=== block 1 ===
Fig. 1: block 1, met3 routing
Scale: 3 px per um. Cells faint in the background.
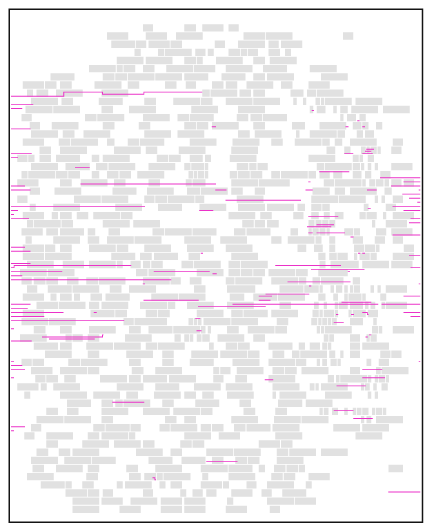

File: config.mk
export PLATFORM = sky130hd
export DESIGN_NAME = xif_copro_result_tx
export DESIGN_NICKNAME = d
export VERILOG_FILES = /design/src/rtl/xif_copro_result_tx.sv
export SDC_FILE = /design/constraint.sdc
export NUM_CORES = 1
export LEC_CHECK = 0
export CAP_MARGIN = 20
export CORE_ASPECT_RATIO = 1.25
export CORE_MARGIN = 2
export CORE_UTILIZATION = 44
export CTS_CLUSTER_DIAMETER = 120
export CTS_CLUSTER_SIZE = 40
export DETAILED_ROUTE_END_ITERATION = 10
export PLACE_DENSITY = 0.63
export SLEW_MARGIN = 20
export SYNTH_ARGS = -nofsm -noshare
export SYNTH_HDL_FRONTEND = slang
export SYNTH_SLANG_ARGS = --single-unit
File: constraint.sdc
create_clock -name clk_i -period 4.9 [get_ports clk_i]
set_clock_uncertainty 0.05 [all_clocks]
set_input_delay 0.98 -clock clk_i [delete_from_list [all_inputs] [get_ports clk_i]]
set_output_delay 0.98 -clock clk_i [all_outputs]
set_load 0.05 [all_outputs]
File: src/rtl/xif_copro_result_tx.sv
// xif_copro_result_tx: buffers coprocessor results and returns only committed ones to the core
module xif_copro_result_tx #(
   parameter int DEPTH    = 4,
   parameter int ID_WIDTH = 4,
   parameter int XLEN     = 32
) (
   input  logic                clk_i,
   input  logic                rst_ni,
   input  logic                exec_valid_i,
   output logic                exec_ready_o,
   input  logic [ID_WIDTH-1:0] exec_id_i,
   input  logic [XLEN-1:0]     exec_data_i,
   input  logic [4:0]          exec_rd_i,
   input  logic                exec_we_i,
   input  logic                commit_valid_i,
   input  logic [ID_WIDTH-1:0] commit_id_i,
   input  logic                commit_kill_i,
   output logic                result_valid_o,
   input  logic                result_ready_i,
   output logic [ID_WIDTH-1:0] result_id_o,
   output logic [XLEN-1:0]     result_data_o,
   output logic [4:0]          result_rd_o,
   output logic                result_we_o
);
   localparam int AW  = $clog2(DEPTH);
   localparam int CW  = AW + 1;
   localparam int NID = 2 ** ID_WIDTH;
   localparam logic [CW-1:0] FULL = CW'(DEPTH);

   typedef struct packed {
      logic [ID_WIDTH-1:0] id;
      logic [XLEN-1:0]     data;
      logic [4:0]          rd;
      logic                we;
   } entry_t;

   entry_t         mem_q [DEPTH];
   entry_t         mem_d [DEPTH];
   logic [AW-1:0]  wptr_q, wptr_d, rptr_q, rptr_d;
   logic [CW-1:0]  count_q, count_d;
   logic [NID-1:0] seen_q, seen_d, kill_q, kill_d;
   entry_t         head;
   logic           head_seen, offer, drop, push, pop;

   // Head decode: offer committed heads, drop killed heads, hold uncommitted ones
   always_comb begin
      head           = mem_q[rptr_q];
      head_seen      = (count_q != '0) && seen_q[head.id];
      offer          = head_seen && !kill_q[head.id];
      drop           = head_seen && kill_q[head.id];
      exec_ready_o   = count_q != FULL;
      push           = exec_valid_i && exec_ready_o;
      pop            = drop || (offer && result_ready_i);
      result_valid_o = offer;
      result_id_o    = offer ? head.id : '0;
      result_data_o  = offer ? head.data : '0;
      result_rd_o    = offer ? head.rd : '0;
      result_we_o    = offer ? head.we : 1'b0;
   end

   // Next state: FIFO write/read and commit table; a commit set wins over a pop clear
   always_comb begin
      mem_d = mem_q;
      if (push)
         mem_d[wptr_q] = '{id: exec_id_i, data: exec_data_i, rd: exec_rd_i,
                           we: exec_we_i && (exec_rd_i != 5'd0)};
      wptr_d  = push ? wptr_q + AW'(1) : wptr_q;
      rptr_d  = pop ? rptr_q + AW'(1) : rptr_q;
      count_d = count_q + CW'(push) - CW'(pop);
      seen_d  = seen_q;
      kill_d  = kill_q;
      if (pop) begin
         seen_d[head.id] = 1'b0;
         kill_d[head.id] = 1'b0;
      end
      if (commit_valid_i) begin
         seen_d[commit_id_i] = 1'b1;
         kill_d[commit_id_i] = commit_kill_i;
      end
   end

   // State registers, cleared asynchronously
   always_ff @(posedge clk_i or negedge rst_ni) begin
      if (!rst_ni) begin
         mem_q   <= '{default: '0};
         wptr_q  <= '0;
         rptr_q  <= '0;
         count_q <= '0;
         seen_q  <= '0;
         kill_q  <= '0;
      end else begin
         mem_q   <= mem_d;
         wptr_q  <= wptr_d;
         rptr_q  <= rptr_d;
         count_q <= count_d;
         seen_q  <= seen_d;
         kill_q  <= kill_d;
      end
   end

`ifndef SYNTHESIS
   logic          dup;
   logic [AW-1:0] off;

   // Flag a push whose ID is still held by an entry that is not leaving this cycle
   always_comb begin
      dup = 1'b0;
      off = '0;
      for (int i = 0; i < DEPTH; i++) begin
         off = AW'(i) - rptr_q;
         if (({1'b0, off} < count_q) && !(pop && (AW'(i) == rptr_q)) && (mem_q[i].id == exec_id_i))
            dup = 1'b1;
      end
   end

   a_unique_id: assert property (@(posedge clk_i) disable iff (!rst_ni) push |-> !dup)
      else $error("push with an id already in flight");
   a_stable: assert property (@(posedge clk_i) disable iff (!rst_ni)
      (result_valid_o && !result_ready_i) |=> (result_valid_o &&
      $stable({result_id_o, result_data_o, result_rd_o, result_we_o})))
      else $error("result payload changed before acceptance");
`endif
endmodule

=== block 2 ===
`config.mk`:
```
export PLATFORM = sky130hd
export DESIGN_NAME = cic_dec_ctrl
export DESIGN_NICKNAME = d
export VERILOG_FILES = /design/src/rtl/cic_dec_ctrl.sv
export SDC_FILE = /design/constraint.sdc
export NUM_CORES = 1
export LEC_CHECK = 0
export CAP_MARGIN = 5
export CORE_MARGIN = 3
export CORE_UTILIZATION = 45
export CTS_CLUSTER_DIAMETER = 200
export DETAILED_ROUTE_END_ITERATION = 7
export PLACE_DENSITY = 0.78
export SYNTH_ARGS = -nofsm -noshare
export SYNTH_HDL_FRONTEND = slang
export SYNTH_SLANG_ARGS = --single-unit
```
`constraint.sdc`:
```
create_clock -name clk -period 3.11 [get_ports clk]
set_input_delay 0.7775 -clock clk [delete_from_list [all_inputs] [get_ports clk]]
set_output_delay 0.7775 -clock clk [all_outputs]
set_load 0.05 [all_outputs]
```
`src/rtl/cic_dec_ctrl.sv`:
```
// rtl/cic_dec_ctrl.sv - CIC decimator sequencing: integrator gate, comb strobe, warm-up discard, output register
module cic_dec_ctrl #(
    parameter int WIDTH    = 16,
    parameter int MAX_RATE = 64,
    parameter int N_STAGES = 3,
    parameter int RATE_W   = $clog2(MAX_RATE) + 1
) (
    input  logic              clk,
    input  logic              rst,
    input  logic [RATE_W-1:0] cfg_rate,
    input  logic              cfg_load,
    input  logic              enable,
    input  logic              in_valid,
    input  logic [WIDTH-1:0]  comb_out,
    output logic              int_en,
    output logic              dec_stb,
    output logic [WIDTH-1:0]  out_data,
    output logic              out_valid,
    input  logic              out_ready,
    output logic              overrun,
    output logic              rate_err,
    output logic              busy
);

    // Warm-up counter only needs to count strobes 0..N_STAGES-1.
    localparam int WARM_W = (N_STAGES > 1) ? $clog2(N_STAGES) : 1;

    localparam logic [RATE_W-1:0] RATE_RST  = RATE_W'(4);
    localparam logic [RATE_W-1:0] RATE_MIN  = RATE_W'(2);
    localparam logic [RATE_W-1:0] RATE_MAX  = RATE_W'(MAX_RATE);
    localparam logic [WARM_W-1:0] WARM_LAST = WARM_W'(N_STAGES - 1);

    typedef enum logic [1:0] {
        S_IDLE   = 2'd0,
        S_WARMUP = 2'd1,
        S_RUN    = 2'd2
    } state_t;

    state_t            state;
    logic [RATE_W-1:0] rate;
    logic [RATE_W-1:0] cnt;
    logic [WARM_W-1:0] warm_cnt;
    logic              cap_pend;

    logic [RATE_W-1:0] rate_last;
    logic              phase_wrap;
    logic              rate_ok;

    // Phase decode and strobe generation; strobe stands in for the slow decimated clock.
    always_comb begin
        rate_last  = rate - RATE_W'(1);
        phase_wrap = (cnt == rate_last);
        rate_ok    = (cfg_rate >= RATE_MIN) && (cfg_rate <= RATE_MAX);
        busy       = (state != S_IDLE);
        int_en     = in_valid & busy;
        dec_stb    = int_en & phase_wrap;
    end

    // Control FSM: rate configuration, phase/warm-up counting and capture request.
    always_ff @(posedge clk or posedge rst) begin
        if (rst) begin
            state    <= S_IDLE;
            rate     <= RATE_RST;
            cnt      <= '0;
            warm_cnt <= '0;
            cap_pend <= 1'b0;
            rate_err <= 1'b0;
        end else begin
            case (state)
                S_IDLE: begin
                    cap_pend <= 1'b0;
                    // Rate may only change while the filter is stopped.
                    if (cfg_load) begin
                        if (rate_ok) begin
                            rate     <= cfg_rate;
                            rate_err <= 1'b0;
                        end else begin
                            rate_err <= 1'b1;
                        end
                    end
                    if (enable) begin
                        state    <= S_WARMUP;
                        cnt      <= '0;
                        warm_cnt <= '0;
                    end
                end

                S_WARMUP: begin
                    cap_pend <= 1'b0;
                    if (!enable) begin
                        state    <= S_IDLE;
                        cnt      <= '0;
                        warm_cnt <= '0;
                    end else begin
                        if (int_en) begin
                            cnt <= phase_wrap ? '0 : cnt + RATE_W'(1);
                        end
                        // Comb outputs are garbage until every stage has seen a full window.
                        if (dec_stb) begin
                            if (warm_cnt == WARM_LAST) begin
                                state    <= S_RUN;
                                warm_cnt <= '0;
                            end else begin
                                warm_cnt <= warm_cnt + WARM_W'(1);
                            end
                        end
                    end
                end

                S_RUN: begin
                    if (!enable) begin
                        state    <= S_IDLE;
                        cnt      <= '0;
                        warm_cnt <= '0;
                        cap_pend <= 1'b0;
                    end else begin
                        if (int_en) begin
                            cnt <= phase_wrap ? '0 : cnt + RATE_W'(1);
                        end
                        // Comb result appears one cycle after the strobe.
                        cap_pend <= dec_stb;
                    end
                end

                default: begin
                    state    <= S_IDLE;
                    cnt      <= '0;
                    warm_cnt <= '0;
                    cap_pend <= 1'b0;
                end
            endcase
        end
    end

    // Output holding register with valid/ready handshake and sticky drop flag.
    always_ff @(posedge clk or posedge rst) begin
        if (rst) begin
            out_data  <= '0;
            out_valid <= 1'b0;
            overrun   <= 1'b0;
        end else begin
            if (cap_pend) begin
                // Load when empty or being drained this cycle; otherwise keep the old sample.
                if (!out_valid || out_ready) begin
                    out_data  <= comb_out;
                    out_valid <= 1'b1;
                end else begin
                    overrun <= 1'b1;
                end
            end else if (out_valid && out_ready) begin
                out_valid <= 1'b0;
            end
        end
    end

endmodule

```
=== block 3 ===
--- src/rtl/cnn_concat_scheduler_if.sv ---
// Producer-side and merged-output handshake bundle for cnn_concat_scheduler.
// master: producers + downstream consumer side; slave: the scheduler.
interface cnn_concat_scheduler_if #(
  parameter int unsigned DATA_WIDTH = 32
);
  logic                  valid_in_no1;
  logic                  valid_in_no2;
  logic                  valid_in_no3;
  logic                  valid_in_no4;
  logic                  valid_in_no5;
  logic [DATA_WIDTH-1:0] in_no1;
  logic [DATA_WIDTH-1:0] in_no2;
  logic [DATA_WIDTH-1:0] in_no3;
  logic [DATA_WIDTH-1:0] in_no4;
  logic [DATA_WIDTH-1:0] in_no5;
  logic                  ready_no1;
  logic                  ready_no2;
  logic                  ready_no3;
  logic                  ready_no4;
  logic                  ready_no5;
  logic [DATA_WIDTH-1:0] out;
  logic                  valid_out;

  modport master (
    output valid_in_no1, valid_in_no2, valid_in_no3, valid_in_no4, valid_in_no5,
    output in_no1, in_no2, in_no3, in_no4, in_no5,
    input  ready_no1, ready_no2, ready_no3, ready_no4, ready_no5,
    input  out, valid_out
  );

  modport slave (
    input  valid_in_no1, valid_in_no2, valid_in_no3, valid_in_no4, valid_in_no5,
    input  in_no1, in_no2, in_no3, in_no4, in_no5,
    output ready_no1, ready_no2, ready_no3, ready_no4, ready_no5,
    output out, valid_out
  );
endinterface

--- src/rtl/cnn_concat_scheduler.sv ---
// Five-input channel-concat segment scheduler: drains producer 1..5 in order,
// one segment each, onto a single registered output stream.
// Optional feature: define CNN_CONCAT_FRAME_CNT_EN to add a 16-bit frame_cnt output.
module cnn_concat_scheduler #(
  parameter int unsigned DATA_WIDTH = 32,
  parameter int unsigned CNT_WIDTH  = 24,
  parameter int unsigned SEG_LEN_1  = 16384,
  parameter int unsigned SEG_LEN_2  = 16384,
  parameter int unsigned SEG_LEN_3  = 16384,
  parameter int unsigned SEG_LEN_4  = 16384,
  parameter int unsigned SEG_LEN_5  = 16384
) (
  input  logic                       clk,
  input  logic                       reset,
  input  logic                       start,
  cnn_concat_scheduler_if.slave      bus,
  output logic [2:0]                 seg_sel,
  output logic                       busy,
`ifdef CNN_CONCAT_FRAME_CNT_EN
  output logic [15:0]                frame_cnt,
`endif
  output logic                       frame_done
);

  localparam logic [CNT_WIDTH-1:0] LAST_1 = CNT_WIDTH'(SEG_LEN_1 - 1);
  localparam logic [CNT_WIDTH-1:0] LAST_2 = CNT_WIDTH'(SEG_LEN_2 - 1);
  localparam logic [CNT_WIDTH-1:0] LAST_3 = CNT_WIDTH'(SEG_LEN_3 - 1);
  localparam logic [CNT_WIDTH-1:0] LAST_4 = CNT_WIDTH'(SEG_LEN_4 - 1);
  localparam logic [CNT_WIDTH-1:0] LAST_5 = CNT_WIDTH'(SEG_LEN_5 - 1);

  typedef enum logic [2:0] {
    IDLE = 3'd0,
    SEG1 = 3'd1,
    SEG2 = 3'd2,
    SEG3 = 3'd3,
    SEG4 = 3'd4,
    SEG5 = 3'd5
  } state_t;

  state_t                state_q, state_d;
  logic [CNT_WIDTH-1:0]  cnt_q, cnt_d;
  logic [DATA_WIDTH-1:0] out_q, out_d;
  logic                  valid_out_q, valid_out_d;
  logic                  frame_done_q, frame_done_d;

  logic                  sel_vld;
  logic [DATA_WIDTH-1:0] sel_dat;
  logic [CNT_WIDTH-1:0]  sel_last;

  // Ready depends only on the state register so producers never see a valid->ready loop.
  assign bus.ready_no1 = (state_q == SEG1);
  assign bus.ready_no2 = (state_q == SEG2);
  assign bus.ready_no3 = (state_q == SEG3);
  assign bus.ready_no4 = (state_q == SEG4);
  assign bus.ready_no5 = (state_q == SEG5);

  assign seg_sel       = 3'(state_q);
  assign busy          = (state_q != IDLE);
  assign bus.out       = out_q;
  assign bus.valid_out = valid_out_q;
  assign frame_done    = frame_done_q;

  // Next-state, counter and output-register logic.
  always_comb begin
    state_d      = state_q;
    cnt_d        = cnt_q;
    out_d        = out_q;
    valid_out_d  = 1'b0;
    frame_done_d = 1'b0;
    sel_vld      = 1'b0;
    sel_dat      = '0;
    sel_last     = '0;

    case (state_q)
      SEG1: begin sel_vld = bus.valid_in_no1; sel_dat = bus.in_no1; sel_last = LAST_1; end
      SEG2: begin sel_vld = bus.valid_in_no2; sel_dat = bus.in_no2; sel_last = LAST_2; end
      SEG3: begin sel_vld = bus.valid_in_no3; sel_dat = bus.in_no3; sel_last = LAST_3; end
      SEG4: begin sel_vld = bus.valid_in_no4; sel_dat = bus.in_no4; sel_last = LAST_4; end
      SEG5: begin sel_vld = bus.valid_in_no5; sel_dat = bus.in_no5; sel_last = LAST_5; end
      default: ;
    endcase

    if (state_q == IDLE) begin
      if (start) begin
        state_d = SEG1;
        cnt_d   = '0;
      end
    end else if (sel_vld) begin
      out_d       = sel_dat;
      valid_out_d = 1'b1;
      if (cnt_q == sel_last) begin
        cnt_d = '0;
        if (state_q == SEG5) begin
          state_d      = IDLE;
          frame_done_d = 1'b1;
        end else begin
          state_d = state_t'(3'(state_q) + 3'd1);
        end
      end else begin
        cnt_d = cnt_q + CNT_WIDTH'(1);
      end
    end
  end

  // State and datapath registers.
  always_ff @(posedge clk or posedge reset) begin
    if (reset) begin
      state_q      <= IDLE;
      cnt_q        <= '0;
      out_q        <= '0;
      valid_out_q  <= 1'b0;
      frame_done_q <= 1'b0;
    end else begin
      state_q      <= state_d;
      cnt_q        <= cnt_d;
      out_q        <= out_d;
      valid_out_q  <= valid_out_d;
      frame_done_q <= frame_done_d;
    end
  end

`ifdef CNN_CONCAT_FRAME_CNT_EN
  logic [15:0] frame_cnt_q, frame_cnt_d;

  assign frame_cnt = frame_cnt_q;

  // Completed-frame counter, wraps naturally at 16 bits.
  always_comb begin
    frame_cnt_d = frame_cnt_q;
    if (frame_done_d) frame_cnt_d = frame_cnt_q + 16'd1;
  end

  // Frame counter register.
  always_ff @(posedge clk or posedge reset) begin
    if (reset) frame_cnt_q <= '0;
    else       frame_cnt_q <= frame_cnt_d;
  end
`endif

endmodule

--- src/flat_wrapper.sv ---
// flat-port wrapper written by rule: the top's interface ports become plain ports
module cnn_concat_scheduler_flat 
#(
  parameter int unsigned DATA_WIDTH = 32,
  parameter int unsigned CNT_WIDTH  = 24,
  parameter int unsigned SEG_LEN_1  = 16384,
  parameter int unsigned SEG_LEN_2  = 16384,
  parameter int unsigned SEG_LEN_3  = 16384,
  parameter int unsigned SEG_LEN_4  = 16384,
  parameter int unsigned SEG_LEN_5  = 16384
)
  (clk, reset, start, seg_sel, busy, frame_done, bus_valid_in_no1, bus_valid_in_no2, bus_valid_in_no3, bus_valid_in_no4, bus_valid_in_no5, bus_in_no1, bus_in_no2, bus_in_no3, bus_in_no4, bus_in_no5, bus_ready_no1, bus_ready_no2, bus_ready_no3, bus_ready_no4, bus_ready_no5, bus_out, bus_valid_out);
  cnn_concat_scheduler_if #(.DATA_WIDTH(DATA_WIDTH)) bus_i ();
  input  logic clk;
  input  logic reset;
  input  logic start;
  output logic [2:0] seg_sel;
  output logic busy;
  output logic frame_done;
  input wire logic [$bits(bus_i.valid_in_no1)-1:0] bus_valid_in_no1;
  input wire logic [$bits(bus_i.valid_in_no2)-1:0] bus_valid_in_no2;
  input wire logic [$bits(bus_i.valid_in_no3)-1:0] bus_valid_in_no3;
  input wire logic [$bits(bus_i.valid_in_no4)-1:0] bus_valid_in_no4;
  input wire logic [$bits(bus_i.valid_in_no5)-1:0] bus_valid_in_no5;
  input wire logic [$bits(bus_i.in_no1)-1:0] bus_in_no1;
  input wire logic [$bits(bus_i.in_no2)-1:0] bus_in_no2;
  input wire logic [$bits(bus_i.in_no3)-1:0] bus_in_no3;
  input wire logic [$bits(bus_i.in_no4)-1:0] bus_in_no4;
  input wire logic [$bits(bus_i.in_no5)-1:0] bus_in_no5;
  output wire logic [$bits(bus_i.ready_no1)-1:0] bus_ready_no1;
  output wire logic [$bits(bus_i.ready_no2)-1:0] bus_ready_no2;
  output wire logic [$bits(bus_i.ready_no3)-1:0] bus_ready_no3;
  output wire logic [$bits(bus_i.ready_no4)-1:0] bus_ready_no4;
  output wire logic [$bits(bus_i.ready_no5)-1:0] bus_ready_no5;
  output wire logic [$bits(bus_i.out)-1:0] bus_out;
  output wire logic [$bits(bus_i.valid_out)-1:0] bus_valid_out;
  assign bus_i.valid_in_no1 = bus_valid_in_no1;
  assign bus_i.valid_in_no2 = bus_valid_in_no2;
  assign bus_i.valid_in_no3 = bus_valid_in_no3;
  assign bus_i.valid_in_no4 = bus_valid_in_no4;
  assign bus_i.valid_in_no5 = bus_valid_in_no5;
  assign bus_i.in_no1 = bus_in_no1;
  assign bus_i.in_no2 = bus_in_no2;
  assign bus_i.in_no3 = bus_in_no3;
  assign bus_i.in_no4 = bus_in_no4;
  assign bus_i.in_no5 = bus_in_no5;
  assign bus_ready_no1 = bus_i.ready_no1;
  assign bus_ready_no2 = bus_i.ready_no2;
  assign bus_ready_no3 = bus_i.ready_no3;
  assign bus_ready_no4 = bus_i.ready_no4;
  assign bus_ready_no5 = bus_i.ready_no5;
  assign bus_out = bus_i.out;
  assign bus_valid_out = bus_i.valid_out;
  cnn_concat_scheduler #(.DATA_WIDTH(DATA_WIDTH), .CNT_WIDTH(CNT_WIDTH), .SEG_LEN_1(SEG_LEN_1), .SEG_LEN_2(SEG_LEN_2), .SEG_LEN_3(SEG_LEN_3), .SEG_LEN_4(SEG_LEN_4), .SEG_LEN_5(SEG_LEN_5)) u_core (.clk(clk), .reset(reset), .start(start), .bus(bus_i), .seg_sel(seg_sel), .busy(busy), .frame_done(frame_done));
endmodule
--- config.mk ---
export PLATFORM = sky130hd
export DESIGN_NAME = cnn_concat_scheduler_flat
export DESIGN_NICKNAME = d
export VERILOG_FILES = /design/src/rtl/cnn_concat_scheduler_if.sv /design/src/rtl/cnn_concat_scheduler.sv /design/src/flat_wrapper.sv
export SDC_FILE = /design/constraint.sdc
export NUM_CORES = 1
export LEC_CHECK = 0
export ABC_AREA = 1
export ABC_CLOCK_PERIOD_IN_PS = 2600
export CORE_MARGIN = 1.5
export CORE_UTILIZATION = 41
export DETAILED_ROUTE_END_ITERATION = 7
export PLACE_DENSITY = 0.89
export SLEW_MARGIN = 40
export SYNTH_ARGS = -nofsm -noshare
export SYNTH_HDL_FRONTEND = slang
export SYNTH_SLANG_ARGS = --single-unit
--- constraint.sdc ---
create_clock -name clk -period 2.6 [get_ports clk]
set_clock_uncertainty 0.2 [all_clocks]
set_input_delay 0.52 -clock clk [delete_from_list [all_inputs] [get_ports clk]]
set_output_delay 0.52 -clock clk [all_outputs]
set_load 0.005 [all_outputs]

==> gallery <==
I/O pins on the die edge.
shot_01.png
Scale: 4 px per um. Pins as bars across the die edge, other pins in grey.
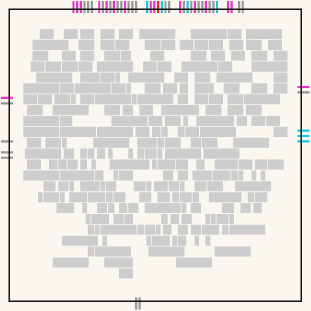
shot_02.png
Scale: 4 px per um. Pins as bars across the die edge, other pins in grey.
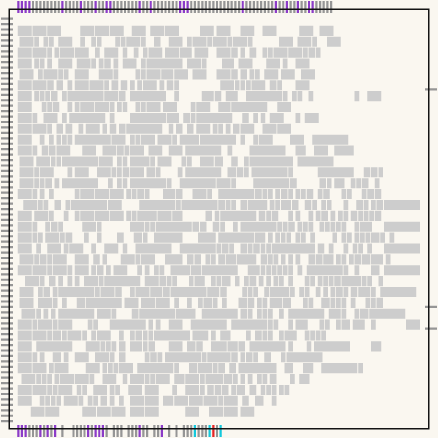
shot_03.png
Scale: 2 px per um. Pins as bars across the die edge, other pins in grey.
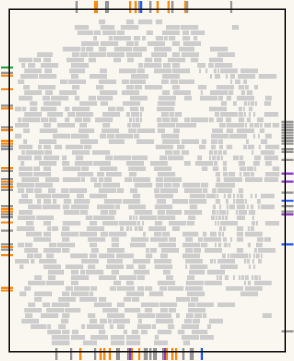
shot_02.png: block 3
shot_03.png: block 1
shot_01.png: block 2

Key to shot_03.png:
port	colour	pins	direction	edge
exec_id_i	blue	4	input	2 east, 1 south, 1 north
clk_i	green	1	input	west
result_rd_o	purple	5	output	3 east, 2 south
exec_data_i	orange	32	input	16 west, 9 south, 7 north
all pins by edge	32 west, 27 south, 21 east, 16 north

Fig. 2: block 1, close-up of the layout
Region (78, 103) to (128, 153) um. Cells in grey, sequential cells in the stronger grey; small squares are vias.
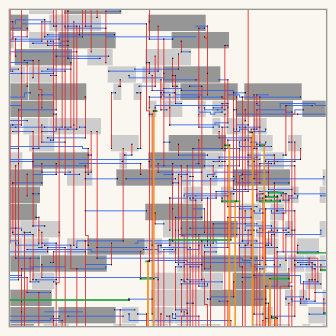
layer	colour
M4	orange
M2	red
M1	blue
M3	green
cells with their middle in the window	102
sequential cells in the window	28
most frequent	dfrtp_1 (27), nor2_1 (9), mux2_2 (8)
netlist names of flops here include	mem_q (10), kill_q (7), seen_q (7)

Fig. 3: block 1, M4 wires
Scale: 2 px per um. Supply wires on this layer in grey. Cells faint in the background.
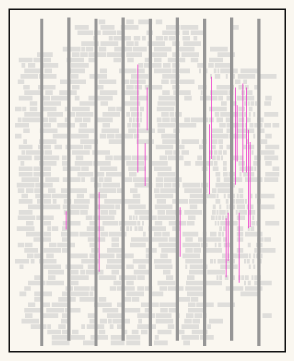
wire length on this layer	586 um
share of all routed wire	2.6%
detailed-route via count: 5,990
final routed wirelength across all metal layers: 22,550 um

About Fig. 1:
nets with wire on the layer	91
main direction	horizontal
Global Route met3 Usage: 2.785%

==> notes.md, block 1 <==
Notes from the flow run.

Drt:
- The run puts the count of nets left with antenna violations after detail routing at 0.
- The highest metal layer carrying signal wires in the routed design is met4.

Clocking:
- The number of gates resized after CTS was 1.

Final timing:
- Post-route period utilization is reported as a little over nine tenths.
- The run gives the final worst slack as about 0.25 ns.
- Timing would allow up to approximately 0.22 GHz.

Setup path:
- The critical path goes through mux4_2 -> mux2i_1 -> mux2i_1 -> mux2i_1 -> mux2i_1 -> nand2b_4 -> nor2b_1 -> buf_12.
- For the worst reg-to-reg path, the endpoint reported by OpenROAD is count_q[2].
- The critical path in this run is classified as reg -> out.
- The run gives the type of element capturing the critical path as an output pin.
- The run puts the worst-path maximum fanout at 22.

Global routing:
- The run gives the combined global-route utilization of all metal layers as 20.22%.
- The run gives the met1 usage in global routing as 26.56%.

Synth:
- Counting flops with a built-in enable in the synthesized netlist gives 0.
- The run gives the mean cell area of the mapped netlist as about 14 um2.
- The run gives the distinct cell type count of the synthesized netlist as 45.

Final layout:
- The run gives the design area as about 12,000 um2.

Status:
- The flow ran to the end, and the final reports show no timing, DRC or antenna violations.

Worst hold path:
- The run puts the number of stages on the worst hold path at 1.
[block 1: cell type report]
cell class                 instances  area [um2]  area share (%)
sequential                       207        5185           44.16
timing repair buffer             110        1498           12.76
multi-input combinational        436        4364           37.17
tap                              279       349.1           2.973
clock inverter                     2       46.29          0.3943
antenna                            1       2.502         0.02131
inverter                          18       67.56          0.5754
clock buffer                      10       229.0           1.950
[block 1: worst max-delay path by stage]
stage                    from                end  slack (ns)  cells past startpoint
global placement    rptr_q[0]     result_rd_o[4]        0.45                      7
detailed placement  rptr_q[0]     result_rd_o[4]        0.36                      8
global route        rptr_q[0]  result_data_o[26]        0.03                      9
floorplan           rptr_q[0]   result_data_o[0]        1.07                     11
finish              rptr_q[0]   result_data_o[9]        0.25                      8
CTS                 rptr_q[0]     result_rd_o[4]        0.14                      8
[block 1: flip-flops by register name, summed over array words and instances, names as in the netlist]
register  flops
mem_q       168
kill_q       16
seen_q       16
count_q       3
rptr_q        2
wptr_q        2
[block 1: metrics by stage]
step,hold slack (ns),instances
final,0.4465,1063
after detailed placement,0.4191,1044
after global placement,0.4103,1044
after CTS,0.4511,1059
after floorplan,0.3946,699
after global routing,0.4672,1062
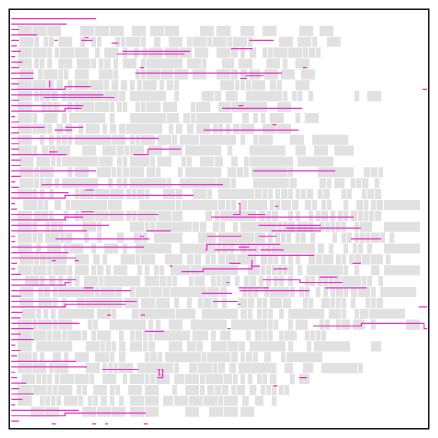
Fig. 4. Met3 routing (block 3).
Scale: 4 px per um. Cells faint in the background.
longest straight run	45.1 um
share of all routed wire	8.4%
nets with wire on the layer	126
Global Route met3 Usage: 10.15%
final routed wirelength across all metal layers: 15,990 um
detailed-route via count: 5,144

==> notes.md, block 3 <==
Notes from the flow run.

Place:
- The run puts the last weighted congestion value of the routability-driven placer at slightly below 1.
- The HPWL after detailed placement is about 12,000 um.
- The run puts the number of buffers added on ports at roughly 210.

Final layout:
- The run puts the count of nets after finishing at 1,053.
- The run gives the multi-input combinational area share as 36.14%.
- The run puts the area occupied by registers at 1528 um2.

Floorplanning:
- The run gives the fraction of the core area occupied by cells at floorplan as 42.82%.
- The run gives the number of I/O pins as between 200 and 250.

Status:
- The run finished with clean final reports.

Synth:
- The run gives the post-synthesis share of cell area spent on xor and xnor gates as under 10%.
- The run gives the synthesis-stage register bit count as roughly 61.

Flow run:
- In this run the tools logged warnings totalling 26.

Final timing:
- The run puts the post-route minimum period at 2.505 ns.
- The run puts the worst hold slack across all endpoints at roughly 0.28 ns.

Drt:
- The run gives the detailed route wirelength on metal3 as between 1000 and 1500 um.
- In the per-layer summary, the met1 wirelength comes to ~6000 um.

Setup path:
- Per the timing report, the most critical flop-to-flop path finishes at u_core.cnt_q[21].

Global routing:
- The run puts the number of antenna violations at the first check in global routing at 0.
==> block 3: metrics by stage <==
step	setup WS, ns	cells	utilization, %
global route	0.01450	1020	67.77
finish	0.09517	1020	67.77
CTS	0.05643	1020	67.73
floorplan	0.3670	678	-
global placement	0.3491	1005	65.56
detailed placement	0.3026	1005	65.56
==> block 3: what timing repair did <==
action,4_1_cts,5_1_grt
hold endpoints to repair,0,0
gates resized,0,2
setup endpoints to repair,0,4
==> block 3: worst max-delay path: stages (launching register included) <==
cell and delay [ns]:
sky130_fd_sc_hd__dfrtp_1 0.49, sky130_fd_sc_hd__nor2_2 0.20, sky130_fd_sc_hd__nand2_1 0.12, sky130_fd_sc_hd__inv_1 0.12, sky130_fd_sc_hd__clkdlybuf4s50_1 0.52
==> block 3: synthesized netlist by cell type (all sizes together), types with 6 or more instances <==
cell type,n
nor2,63
clkbuf,11
inv,38
o21ai,44
dfrtp,61
nand4,12
a22o,10
nand3,67
a31oi,6
nand2,327
buf,18
xor2,9
Fig. 5: block 2, cell classes on the final placement
Scale: 8 px per um.
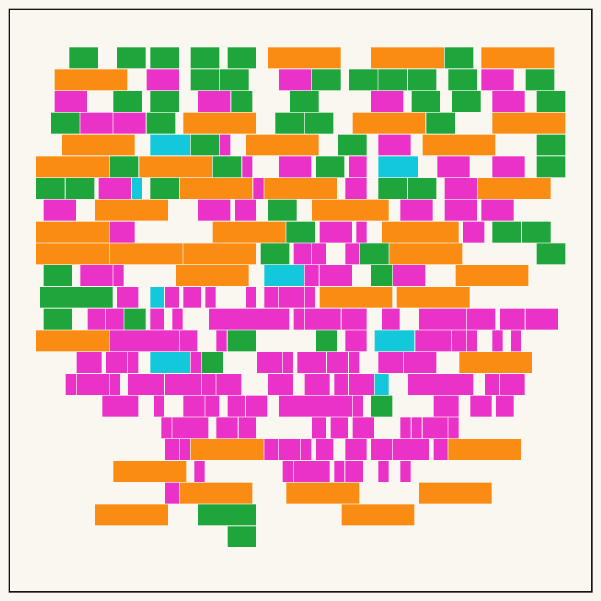
class	colour	cells	share of their area
registers	orange	38	36%
remaining buffers and delay cells	green	56	21%
remaining logic cells	magenta	133	40%
clock drivers and dummy loads	cyan	8	3.1%
site row count: 23
Placeable Area: 4144 um2
fraction of area in registers: 34.94%

==> notes.md, block 2 <==
Notes from the flow run.

Clocking:
- CTS saw 38 sinks.
- The cell sitting at the root of the clock tree is a sky130_fd_sc_hd__clkbuf_8.

Synth:
- The run puts the synthesis-stage register bit count at 38.
- In the post-synthesis netlist, the biggest area contributors are sky130_fd_sc_hd__dfrtp_1, sky130_fd_sc_hd__mux2_2, sky130_fd_sc_hd__nand2_1, sky130_fd_sc_hd__ha_1, sky130_fd_sc_hd__xnor2_1.
- The run puts the number of enable flip-flop cells at 0.
- Per the synthesis report, the dominant area consumer among library cells is sky130_fd_sc_hd__dfrtp_1.

Setup path:
- For reference, the critical path is captured by dec_stb.
- The run gives the launch point of the critical path as rate[0].

Final layout:
- The layout report lists the multi-input gate area as approximately 1000 um2.

Final timing:
- The run puts the slew at the pin closest to its max-slew limit at 0.6541 ns.
- The slew check shows that the tightest pin keeps a relative margin of 56.29%.
- The run gives the final total negative setup slack as 0 ns.

Worst hold path:
- The run gives the launch point of the worst hold path as overrun.
- The worst hold path terminates at overrun.

Status:
- The flow ran to the end, and the final reports show no timing, DRC or antenna violations.

Place:
- The run puts the final HPWL from detailed placement at 3163 um.

Global routing:
- The number of antenna violations at the first check in global routing was 0.
==> block 2: registers in the layout (all words and copies together) (netlist names) <==
| register | count |
|---|---|
| out_data | 16 |
| cnt | 7 |
| rate | 7 |
| state | 2 |
| warm_cnt | 2 |
| cap_pend | 1 |
| out_valid | 1 |
| overrun | 1 |
| rate_err | 1 |
==> block 2: cell families (layout without fill, tap and decap cells) <==
kind of cell / Yosys count / in the layout / synth area share (%)
AOI/OAI and AO/OA: 32 / 32 / 12.84
xor gates and xnor gates: 9 / 9 / 4.634
adders and majority gates: 5 / 5 / 3.131
buffers and inverters: 14 / 75 / 2.755
DFF: 38 / 38 / 47.65
muxes: 25 / 25 / 14.09
and+or+nand+nor: 51 / 51 / 14.90
==> block 2: worst reg2reg max path, delay by kind of cell, from the launching register on <==
kind	cells	cell delay, ns
AND/OR/NAND/NOR	3	0.78
AND-OR/OR-AND	2	0.54
flip-flops	1	0.45
buffers and inverters	2	0.36
multiplexers	1	0.19

=== block 4 ===
Fig. 6: block 4, M4 wires
Scale: 1.5 px per um. Supply wires on this layer in grey. Cells faint in the background.
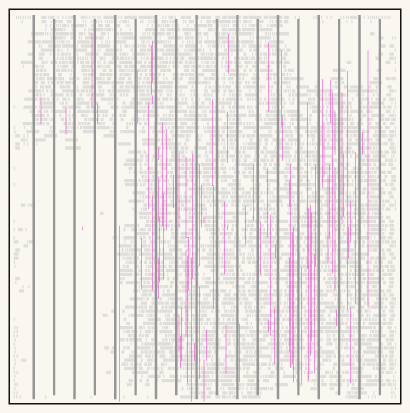

==> src/rtl/traffic_gen_mc_engine.sv <==
// ---------------------------------------------------------------------------
// traffic_gen_mc_engine
//
// Multi-channel traffic generator. Each of NCH channels issues n_total write
// request beats in bursts: request windows of t_ck_reqs cycles separated by
// gaps of t_ck_idle cycles. Each channel also consumes the matching response
// stream. Control follows the ap_start/ap_done/ap_idle/ap_ready model.
//
// Top FSM:  IDLE -start-> RUN -all issued-> DRAIN -all received-> DONE -> IDLE
// Window sub-FSM (RUN only, shared by all channels): WIN <-> GAP
// The top state register state_q and the window phase register phase_q are
// the observation points for bound checkers.
//
// Optional feature macro: TRAFFIC_GEN_MC_CHECK_EN
//   defined     : every accepted response is compared with the expected
//                 payload; err_cnt_o counts mismatches (saturating) and
//                 clears on an accepted start.
//   not defined : no compare logic; err_cnt_o is tied to 0.
//
// Ports
//   clk_i, rst_ni     clock, asynchronous active-low reset
//   test_mode_i       test mode, no functional effect
//   start_i           start pulse, honoured only in IDLE
//   n_total_reqs_i    beats per channel            (latched on start)
//   t_ck_reqs_i       window length, 0 acts as 1   (latched on start)
//   t_ck_idle_i       gap length, 0 = no gap       (latched on start)
//   w_valid_o/w_ready_i/w_data_o   per-channel request stream, ch c at [c*DW +: DW]
//   r_valid_i/r_ready_o/r_data_i   per-channel response stream
//   done_o, ready_o   one-cycle pulse in DONE
//   idle_o            high in IDLE
//   err_cnt_o         response mismatch count
//
// Handshake: a beat transfers on a cycle where valid and ready are both high.
// Once valid is raised it stays high, with data unchanged, until that cycle.
// ---------------------------------------------------------------------------
module traffic_gen_mc_engine #(
    parameter int NCH = 4,
    parameter int DW  = 64,
    parameter int CW  = 32
) (
    input  logic              clk_i,
    input  logic              rst_ni,
    input  logic              test_mode_i,
    input  logic              start_i,
    input  logic [CW-1:0]     n_total_reqs_i,
    input  logic [CW-1:0]     t_ck_reqs_i,
    input  logic [CW-1:0]     t_ck_idle_i,
    output logic [NCH-1:0]    w_valid_o,
    input  logic [NCH-1:0]    w_ready_i,
    output logic [NCH*DW-1:0] w_data_o,
    input  logic [NCH-1:0]    r_valid_i,
    output logic [NCH-1:0]    r_ready_o,
    input  logic [NCH*DW-1:0] r_data_i,
    output logic              done_o,
    output logic              idle_o,
    output logic              ready_o,
    output logic [CW-1:0]     err_cnt_o
);

    if (DW < 40) begin : g_dw_check
        $error("traffic_gen_mc_engine: DW must be at least 40");
    end
    if (NCH < 1 || NCH > 256) begin : g_nch_check
        $error("traffic_gen_mc_engine: NCH must be in 1..256");
    end

    typedef enum logic [1:0] {
        ST_IDLE  = 2'd0,
        ST_RUN   = 2'd1,
        ST_DRAIN = 2'd2,
        ST_DONE  = 2'd3
    } top_state_t;

    typedef enum logic {
        PH_WIN = 1'b0,
        PH_GAP = 1'b1
    } phase_t;

    top_state_t    state_q, state_d;
    phase_t        phase_q, phase_d;
    logic [CW-1:0] win_cnt_q, win_cnt_d;
    logic [CW-1:0] gap_cnt_q, gap_cnt_d;
    logic [CW-1:0] n_total_q, t_reqs_q, t_idle_q;
    logic [CW-1:0] t_reqs_eff;
    logic [CW-1:0] issued_q [NCH];
    logic [CW-1:0] rcvd_q   [NCH];

    logic           start_acc;
    logic           all_parked;
    logic           all_rcvd;
    logic           stall_any;
    logic           win_end;
    logic           gap_end;
    logic [NCH-1:0] w_fire;
    logic [NCH-1:0] r_fire;

    logic unused_inputs;
    assign unused_inputs = ^{test_mode_i, r_data_i};

    assign start_acc  = (state_q == ST_IDLE) && start_i;
    assign t_reqs_eff = (t_reqs_q == '0) ? CW'(1) : t_reqs_q;
    assign w_fire     = w_valid_o & w_ready_i;
    assign r_fire     = r_valid_i & r_ready_o;
    // A raised valid that has not been taken keeps the window open.
    assign stall_any  = |(w_valid_o & ~w_ready_i);
    assign win_end    = win_cnt_q >= (t_reqs_eff - CW'(1));
    assign gap_end    = gap_cnt_q >= (t_idle_q - CW'(1));

    // Per-channel stream outputs and completion flags
    always_comb begin
        w_valid_o  = '0;
        w_data_o   = '0;
        r_ready_o  = '0;
        all_parked = 1'b1;
        all_rcvd   = 1'b1;
        for (int c = 0; c < NCH; c++) begin
            if (issued_q[c] < n_total_q) begin
                all_parked = 1'b0;
            end
            if (rcvd_q[c] != n_total_q) begin
                all_rcvd = 1'b0;
            end
            if (state_q == ST_RUN && phase_q == PH_WIN && issued_q[c] < n_total_q) begin
                w_valid_o[c]               = 1'b1;
                // Payload depends only on issued_q, so it holds across a stall.
                w_data_o[c*DW +: 32]       = 32'(issued_q[c]);
                w_data_o[c*DW + 32 +: 8]   = 8'(c);
            end
            r_ready_o[c] = (state_q == ST_RUN) || (state_q == ST_DRAIN);
        end
    end

    // Top FSM next state
    always_comb begin
        state_d = state_q;
        case (state_q)
            ST_IDLE:  if (start_i)    state_d = ST_RUN;
            ST_RUN:   if (all_parked) state_d = ST_DRAIN;
            ST_DRAIN: if (all_rcvd)   state_d = ST_DONE;
            ST_DONE:                  state_d = ST_IDLE;
            default:                  state_d = ST_IDLE;
        endcase
    end

    // Window / gap sequencing, common to all channels
    always_comb begin
        phase_d   = phase_q;
        win_cnt_d = win_cnt_q;
        gap_cnt_d = gap_cnt_q;
        if (start_acc) begin
            phase_d   = PH_WIN;
            win_cnt_d = '0;
            gap_cnt_d = '0;
        end else if (state_q == ST_RUN) begin
            if (phase_q == PH_WIN) begin
                if (win_end && !stall_any) begin
                    win_cnt_d = '0;
                    if (t_idle_q != '0) begin
                        phase_d   = PH_GAP;
                        gap_cnt_d = '0;
                    end
                end else if (!win_end) begin
                    win_cnt_d = win_cnt_q + CW'(1);
                end
            end else begin
                if (gap_end) begin
                    phase_d   = PH_WIN;
                    win_cnt_d = '0;
                end else begin
                    gap_cnt_d = gap_cnt_q + CW'(1);
                end
            end
        end
    end

    always_ff @(posedge clk_i or negedge rst_ni) begin
        if (!rst_ni) begin
            state_q   <= ST_IDLE;
            phase_q   <= PH_WIN;
            win_cnt_q <= '0;
            gap_cnt_q <= '0;
        end else begin
            state_q   <= state_d;
            phase_q   <= phase_d;
            win_cnt_q <= win_cnt_d;
            gap_cnt_q <= gap_cnt_d;
        end
    end

    always_ff @(posedge clk_i or negedge rst_ni) begin
        if (!rst_ni) begin
            n_total_q <= '0;
            t_reqs_q  <= '0;
            t_idle_q  <= '0;
        end else if (start_acc) begin
            n_total_q <= n_total_reqs_i;
            t_reqs_q  <= t_ck_reqs_i;
            t_idle_q  <= t_ck_idle_i;
        end
    end

    always_ff @(posedge clk_i or negedge rst_ni) begin
        if (!rst_ni) begin
            for (int c = 0; c < NCH; c++) begin
                issued_q[c] <= '0;
                rcvd_q[c]   <= '0;
            end
        end else begin
            for (int c = 0; c < NCH; c++) begin
                if (start_acc) begin
                    issued_q[c] <= '0;
                    rcvd_q[c]   <= '0;
                end else begin
                    if (w_fire[c]) begin
                        issued_q[c] <= issued_q[c] + CW'(1);
                    end
                    // Beats beyond n_total are accepted but not counted.
                    if (r_fire[c] && rcvd_q[c] < n_total_q) begin
                        rcvd_q[c] <= rcvd_q[c] + CW'(1);
                    end
                end
            end
        end
    end

`ifdef TRAFFIC_GEN_MC_CHECK_EN
    logic [CW-1:0] err_cnt_q, err_cnt_d;

    always_comb begin
        err_cnt_d = err_cnt_q;
        for (int c = 0; c < NCH; c++) begin
            if (r_fire[c] &&
                ((r_data_i[c*DW +: 32] != 32'(rcvd_q[c])) ||
                 (r_data_i[c*DW + 32 +: 8] != 8'(c))) &&
                (err_cnt_d != '1)) begin
                err_cnt_d = err_cnt_d + CW'(1);
            end
        end
    end

    always_ff @(posedge clk_i or negedge rst_ni) begin
        if (!rst_ni) begin
            err_cnt_q <= '0;
        end else if (start_acc) begin
            err_cnt_q <= '0;
        end else begin
            err_cnt_q <= err_cnt_d;
        end
    end

    assign err_cnt_o = err_cnt_q;
`else
    assign err_cnt_o = '0;
`endif

    assign idle_o  = (state_q == ST_IDLE);
    assign done_o  = (state_q == ST_DONE);
    assign ready_o = (state_q == ST_DONE);

endmodule
==> config.mk <==
export PLATFORM = sky130hd
export DESIGN_NAME = traffic_gen_mc_engine
export DESIGN_NICKNAME = d
export VERILOG_FILES = /design/src/rtl/traffic_gen_mc_engine.sv
export SDC_FILE = /design/constraint.sdc
export NUM_CORES = 1
export LEC_CHECK = 0
export CAP_MARGIN = 20
export CORE_AREA = 2 2 258 260
export CTS_CLUSTER_SIZE = 30
export DETAILED_ROUTE_END_ITERATION = 10
export DIE_AREA = 0 0 260 262
export PLACE_DENSITY = 0.75
export SLEW_MARGIN = 20
export SYNTH_ARGS = -nofsm -noshare
export SYNTH_HDL_FRONTEND = slang
export SYNTH_SLANG_ARGS = --single-unit
==> constraint.sdc <==
create_clock -name clk_i -period 9.2 [get_ports clk_i]
set_clock_uncertainty 0.2 [all_clocks]
set_input_delay 0.92 -clock clk_i [delete_from_list [all_inputs] [get_ports clk_i]]
set_output_delay 0.92 -clock clk_i [all_outputs]
set_load 0.01 [all_outputs]
=== block 5 ===
File: src/rtl/fetch_stage_pkg.sv
// Shared definitions for the SimpleRISC fetch stage and the IF/OF pipeline latch.
// Imported by the fetch stage, the latch and the downstream decode logic.
package fetch_stage_pkg;

  localparam int unsigned InstW = 32;

  // SimpleRISC nop: opcode 01101 in bits [31:27], all other fields zero.
  localparam logic [InstW-1:0] NopInsn = 32'h6800_0000;

  typedef enum logic {
    StFetch,
    StHold
  } fetch_state_e;

endpackage

File: src/rtl/if_of_latch.sv
// Pipeline latch holding {valid, pc, inst}; flush forces a NOP bubble and wins over load.
// With neither load nor flush asserted the contents are held.
module if_of_latch
  import fetch_stage_pkg::*;
#(
  parameter int unsigned      PC_W     = 32,
  parameter logic [InstW-1:0] NOP_INSN = NopInsn
) (
  input  logic             clk,
  input  logic             rst,
  input  logic             load_i,
  input  logic             flush_i,
  input  logic [PC_W-1:0]  pc_i,
  input  logic [InstW-1:0] inst_i,
  output logic             valid_o,
  output logic [PC_W-1:0]  pc_o,
  output logic [InstW-1:0] inst_o
);

  logic             valid_q;
  logic [PC_W-1:0]  pc_q;
  logic [InstW-1:0] inst_q;

  always_ff @(posedge clk or posedge rst) begin
    if (rst) begin
      valid_q <= 1'b0;
      pc_q    <= '0;
      inst_q  <= NOP_INSN;
    end else if (flush_i) begin
      valid_q <= 1'b0;
      pc_q    <= '0;
      inst_q  <= NOP_INSN;
    end else if (load_i) begin
      valid_q <= 1'b1;
      pc_q    <= pc_i;
      inst_q  <= inst_i;
    end
  end

  assign valid_o = valid_q;
  assign pc_o    = pc_q;
  assign inst_o  = inst_q;

endmodule

File: src/rtl/fetch_stage.sv
// Instruction-fetch stage: PC register, req/ack fetch FSM with a one-entry skid buffer,
// and branch/stall priority logic driving the IF/OF latch.
module fetch_stage
  import fetch_stage_pkg::*;
#(
  parameter int unsigned      PC_W     = 32,
  parameter logic [PC_W-1:0]  RESET_PC = '0,
  parameter logic [InstW-1:0] NOP_INSN = NopInsn
) (
  input  logic             clk,
  input  logic             rst,
  output logic             imem_req,
  output logic [PC_W-1:0]  imem_addr,
  input  logic             imem_ack,
  input  logic [InstW-1:0] imem_rdata,
  input  logic             stall_i,
  input  logic             branch_taken_i,
  input  logic [PC_W-1:0]  branch_pc_i,
  output logic             if_of_valid,
  output logic [PC_W-1:0]  if_of_pc,
  output logic [InstW-1:0] if_of_inst
);

  fetch_state_e     state_q, state_d;
  logic [PC_W-1:0]  pc_q, pc_d;
  logic [PC_W-1:0]  skid_pc_q;
  logic [InstW-1:0] skid_inst_q;
  logic             skid_load;
  logic             lat_load, lat_flush;
  logic [PC_W-1:0]  lat_pc;
  logic [InstW-1:0] lat_inst;
  logic             fetch_ack;

  assign imem_req  = (state_q == StFetch) & ~rst;
  assign imem_addr = pc_q;
  assign fetch_ack = (state_q == StFetch) & imem_ack;

  always_comb begin
    pc_d      = pc_q;
    state_d   = state_q;
    skid_load = 1'b0;
    lat_load  = 1'b0;
    lat_flush = 1'b0;
    lat_pc    = pc_q;
    lat_inst  = imem_rdata;
    if (branch_taken_i) begin
      // Redirect discards any same-cycle ack and the skid contents.
      pc_d      = branch_pc_i;
      state_d   = StFetch;
      lat_flush = 1'b1;
    end else if (state_q == StHold) begin
      if (!stall_i) begin
        lat_load = 1'b1;
        lat_pc   = skid_pc_q;
        lat_inst = skid_inst_q;
        state_d  = StFetch;
      end
    end else if (fetch_ack) begin
      pc_d = pc_q + PC_W'(4);
      if (stall_i) begin
        skid_load = 1'b1;
        state_d   = StHold;
      end else begin
        lat_load = 1'b1;
      end
    end else if (!stall_i) begin
      lat_flush = 1'b1;
    end
  end

  always_ff @(posedge clk or posedge rst) begin
    if (rst) begin
      state_q     <= StFetch;
      pc_q        <= RESET_PC;
      skid_pc_q   <= '0;
      skid_inst_q <= '0;
    end else begin
      state_q <= state_d;
      pc_q    <= pc_d;
      if (skid_load) begin
        skid_pc_q   <= pc_q;
        skid_inst_q <= imem_rdata;
      end
    end
  end

  if_of_latch #(
    .PC_W    (PC_W),
    .NOP_INSN(NOP_INSN)
  ) u_if_of_latch (
    .clk    (clk),
    .rst    (rst),
    .load_i (lat_load),
    .flush_i(lat_flush),
    .pc_i   (lat_pc),
    .inst_i (lat_inst),
    .valid_o(if_of_valid),
    .pc_o   (if_of_pc),
    .inst_o (if_of_inst)
  );

endmodule
File: config.mk
export PLATFORM = sky130hd
export DESIGN_NAME = fetch_stage
export DESIGN_NICKNAME = d
export VERILOG_FILES = /design/src/rtl/fetch_stage_pkg.sv /design/src/rtl/if_of_latch.sv /design/src/rtl/fetch_stage.sv
export SDC_FILE = /design/constraint.sdc
export NUM_CORES = 1
export LEC_CHECK = 0
export ABC_AREA = 1
export CAP_MARGIN = 20
export CORE_ASPECT_RATIO = 0.7
export CORE_MARGIN = 2
export CORE_UTILIZATION = 55
export CTS_CLUSTER_SIZE = 14
export DETAILED_ROUTE_END_ITERATION = 6
export PLACE_DENSITY = 0.87
export SYNTH_ARGS = -nofsm -noshare
export SYNTH_HDL_FRONTEND = slang
export SYNTH_SLANG_ARGS = --single-unit
File: constraint.sdc
create_clock -name clk -period 15.1 [get_ports clk]
set_input_delay 1.51 -clock clk [delete_from_list [all_inputs] [get_ports clk]]
set_output_delay 1.51 -clock clk [all_outputs]
set_load 0.005 [all_outputs]
Fig. 7: block 4, met3 routing
Scale: 2 px per um. Cells faint in the background.
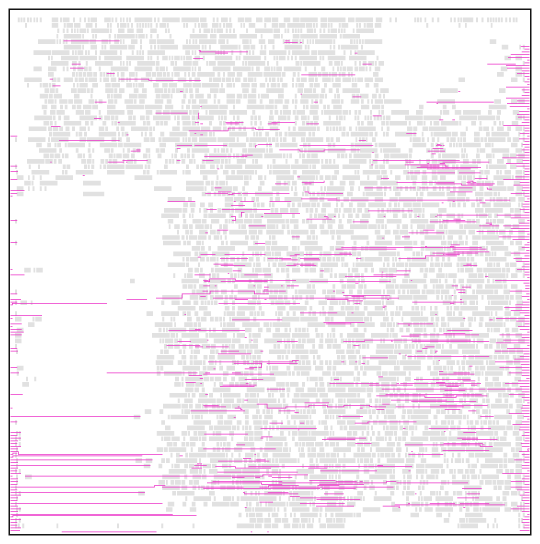
wire length on this layer	7,080 um
main direction	horizontal
share of all routed wire	8.0%
nets with wire on the layer	480
longest straight run	119 um
Global Route met3 Usage: 4.948%
final routed wirelength across all metal layers: 88,020 um
detailed-route via count: 26,800

About Fig. 6:
nets with wire on the layer	50
share of all routed wire	5.1%
wire length on this layer	4,490 um
longest straight run	171 um

==> notes.md, block 4 <==
Notes from the flow run.

Floorplanning:
- In this run the vertical extent of the chip is ~260 um.

Place:
- The run puts the placed instance area at approximately 33,000 um2.
- The run gives the number of buffers added on ports as about 250.

Setup path:
- Looking at the critical path, the highest net fanout was 38.
- The critical path is of the reg -> out type.
- The run gives the depth of the worst register-to-register path as 19.
- According to the timing report, the arrival time at the worst endpoint equals between 5 and 6 ns.
- The worst setup path is launched from a flop.

Power and ir drop:
- The worst-case IR drop observed on VDD is 0.1322 mV.
- The run gives the clock network fraction of total power as ~46%.
- Sequential cells burn 46.1% of the power.

Drt:
- The run gives the post-detailed-route via-to-cell ratio as between 5 and 6.
- The run gives the total length of routed met2 wires as about 39,000 um.

Final layout:
- The run gives the combinational gate count as 2,933.
- The run puts the number of clock buffer instances in the layout at between 70 and 80.
- The run gives the portion of the layout cell area used by non-clock buffers as under 10%.
- The run gives the design area as about 35,000 um2.
- The run gives the number of non-clock inverters in the layout as between 80 and 90.

Clocking:
- The run puts the number of clock sinks at 419.

Final timing:
- The run puts the maximum clock frequency at ~0.16 GHz.
- In the final report, the number of pins over their slew limit comes to 0.
- The run gives the final worst slack as ~2.9 ns.

Worst hold path:
- Checking hold timing, the worst path is listed with class in -> async.

Status:
- The flow ran to the end, and the final reports show no timing, DRC or antenna violations.

Synth:
- The run puts the number of enable flip-flop cells at 0.
- The commonest cells after synthesis are sky130_fd_sc_hd__nand2_1, sky130_fd_sc_hd__dfrtp_1, sky130_fd_sc_hd__ha_1, sky130_fd_sc_hd__nor2_1, sky130_fd_sc_hd__a21oi_1.
[block 4: cells by family (layout without fill, tap and decap cells)]
| family | Yosys count | in the layout | share of synthesized area [%] |
|---|---|---|---|
| AOI/OAI and AO/OA | 616 | 616 | 12.25 |
| xor gates and xnor gates | 207 | 207 | 5.947 |
| adders and majority gates | 332 | 332 | 13.63 |
| buffers and inverters | 375 | 435 | 6.731 |
| DFF | 419 | 419 | 34.39 |
| muxes | 13 | 13 | 0.4310 |
| other | 1 | 157 | 0.01230 |
| and+or+nand+nor | 1609 | 1609 | 26.61 |
[block 4: worst max-delay path, cell delays in order (launching register included)]
cell,delay (ns)
sky130_fd_sc_hd__dfrtp_1,0.36
sky130_fd_sc_hd__inv_1,0.59
sky130_fd_sc_hd__ha_1,0.37
sky130_fd_sc_hd__a211oi_1,0.23
sky130_fd_sc_hd__o21ai_0,0.15
sky130_fd_sc_hd__a211oi_1,0.47
sky130_fd_sc_hd__o21ai_0,0.39
sky130_fd_sc_hd__a21oi_4,0.90
sky130_fd_sc_hd__and2_1,0.49
sky130_fd_sc_hd__clkdlybuf4s50_1,0.62
Fig. 8: block 5, clock routing
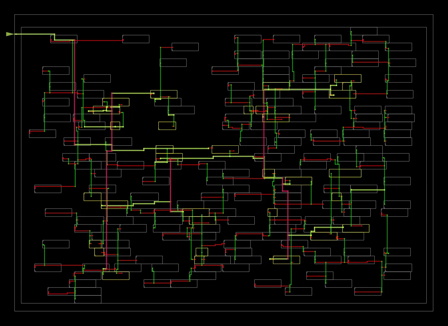
number of CTS-inserted buffers: 17
Flop Count: 162

==> notes.md, block 5 <==
Notes from the flow run.

Drt:
- The detailed router used layers up to and including met4.
- Once detail routing completed, the nets flagged for antenna violations numbered 0.
- The run gives the iteration-0 DRC count of the detailed router as roughly 750.

Clocking:
- The run puts the clock input transition at the sequential cells of the worst setup and hold paths at 0.08 ns.
- The run puts the H-tree depth at 4.
- The run puts the number of clock sinks at between 150 and 200.

Power and ir drop:
- The highest supply drop recorded on VDD is between 0.09 and 0.1 mV.
- The run gives the total leakage power as 4.676 nW.

Place:
- The run puts the last weighted congestion value of the routability-driven placer at 0.9726.
- The HPWL after detailed placement is around 14,000 um.

Synth:
- The cell count after synthesis came out at 947.
- The run puts the total standard cell area after synthesis at 7591 um2.
- The run puts the sequential share of the synthesized area at 53.45%.
- The area recorded from the Yosys report for this design is around 7600 um2.

Final timing:
- After layout, the minimum clock period comes to about 4.2 ns.
- Hold timing on the final database bottoms out at a slack of 0.4860 ns.
- Setup repair after global routing left no endpoint under its margin.

Worst hold path:
- The run gives the class of the tightest hold or removal check as reg -> reg.

Status:
- The flow ran to the end, and the final reports show no timing, DRC or antenna violations.

Setup path:
- The run gives the type of element capturing the critical path as an output pin.

Final layout:
- The run puts the final cell count without fillers at between 1,000 and 1,500.
- The run puts the final antenna diode count at 0.

Global routing:
- The run gives the largest net degree at the start of global routing as between 100 and 150.
[block 5: registers in the layout, indices dropped and copies added, names as in the netlist]
register / cells
state_q: 1
skid_inst_q: 32
u_if_of_latch.pc_o: 32
u_if_of_latch.valid_o: 1
u_if_of_latch.inst_o: 32
skid_pc_q: 32
imem_addr: 32
[block 5: path summary, 6_finish.rpt]
check | startpoint | end | slack [ns] | cells past startpoint
min | u_if_of_latch.pc_o[20] | u_if_of_latch.pc_o[20] | 0.49 | 2
max reg2reg | state_q | u_if_of_latch.pc_o[13] | 12.88 | 7
max in group asynchronous | rst | u_if_of_latch.pc_o[14] | 12.07 | 3
max | rst | imem_req | 10.92 | 3
min in group asynchronous | rst | skid_inst_q[4] | 1.68 | 2
min reg2reg | u_if_of_latch.pc_o[20] | u_if_of_latch.pc_o[20] | 0.49 | 2
[block 5: kinds of logic (layout without fill, tap and decap cells)]
group,count (synthesis),count (layout),share of synthesized area (%)
and+or+nand+nor,424,424,22.93
xor gates and xnor gates,8,8,0.9231
muxes,3,3,0.4450
buffers and inverters,133,289,7.285
adders and majority gates,1,1,0.1648
AOI/OAI and AO/OA,216,216,14.80
DFF,162,162,53.45


==> screenshots <==
Clock routing.
panel A
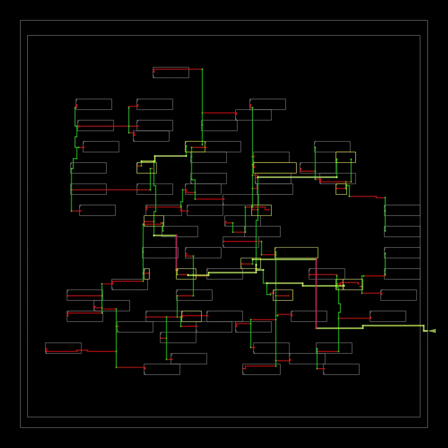
panel B
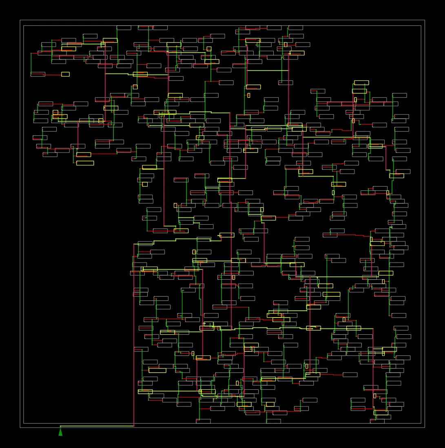
panel C
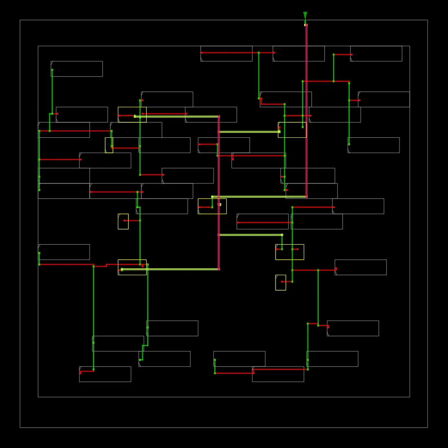
panel D
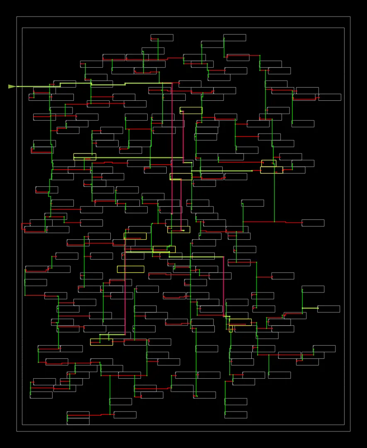
For block 2, see panel C.
For block 3, see panel A.
For block 4, see panel B.
For block 1, see panel D.

Power figures rest on the tool's default switching activity, not on a simulated workload.
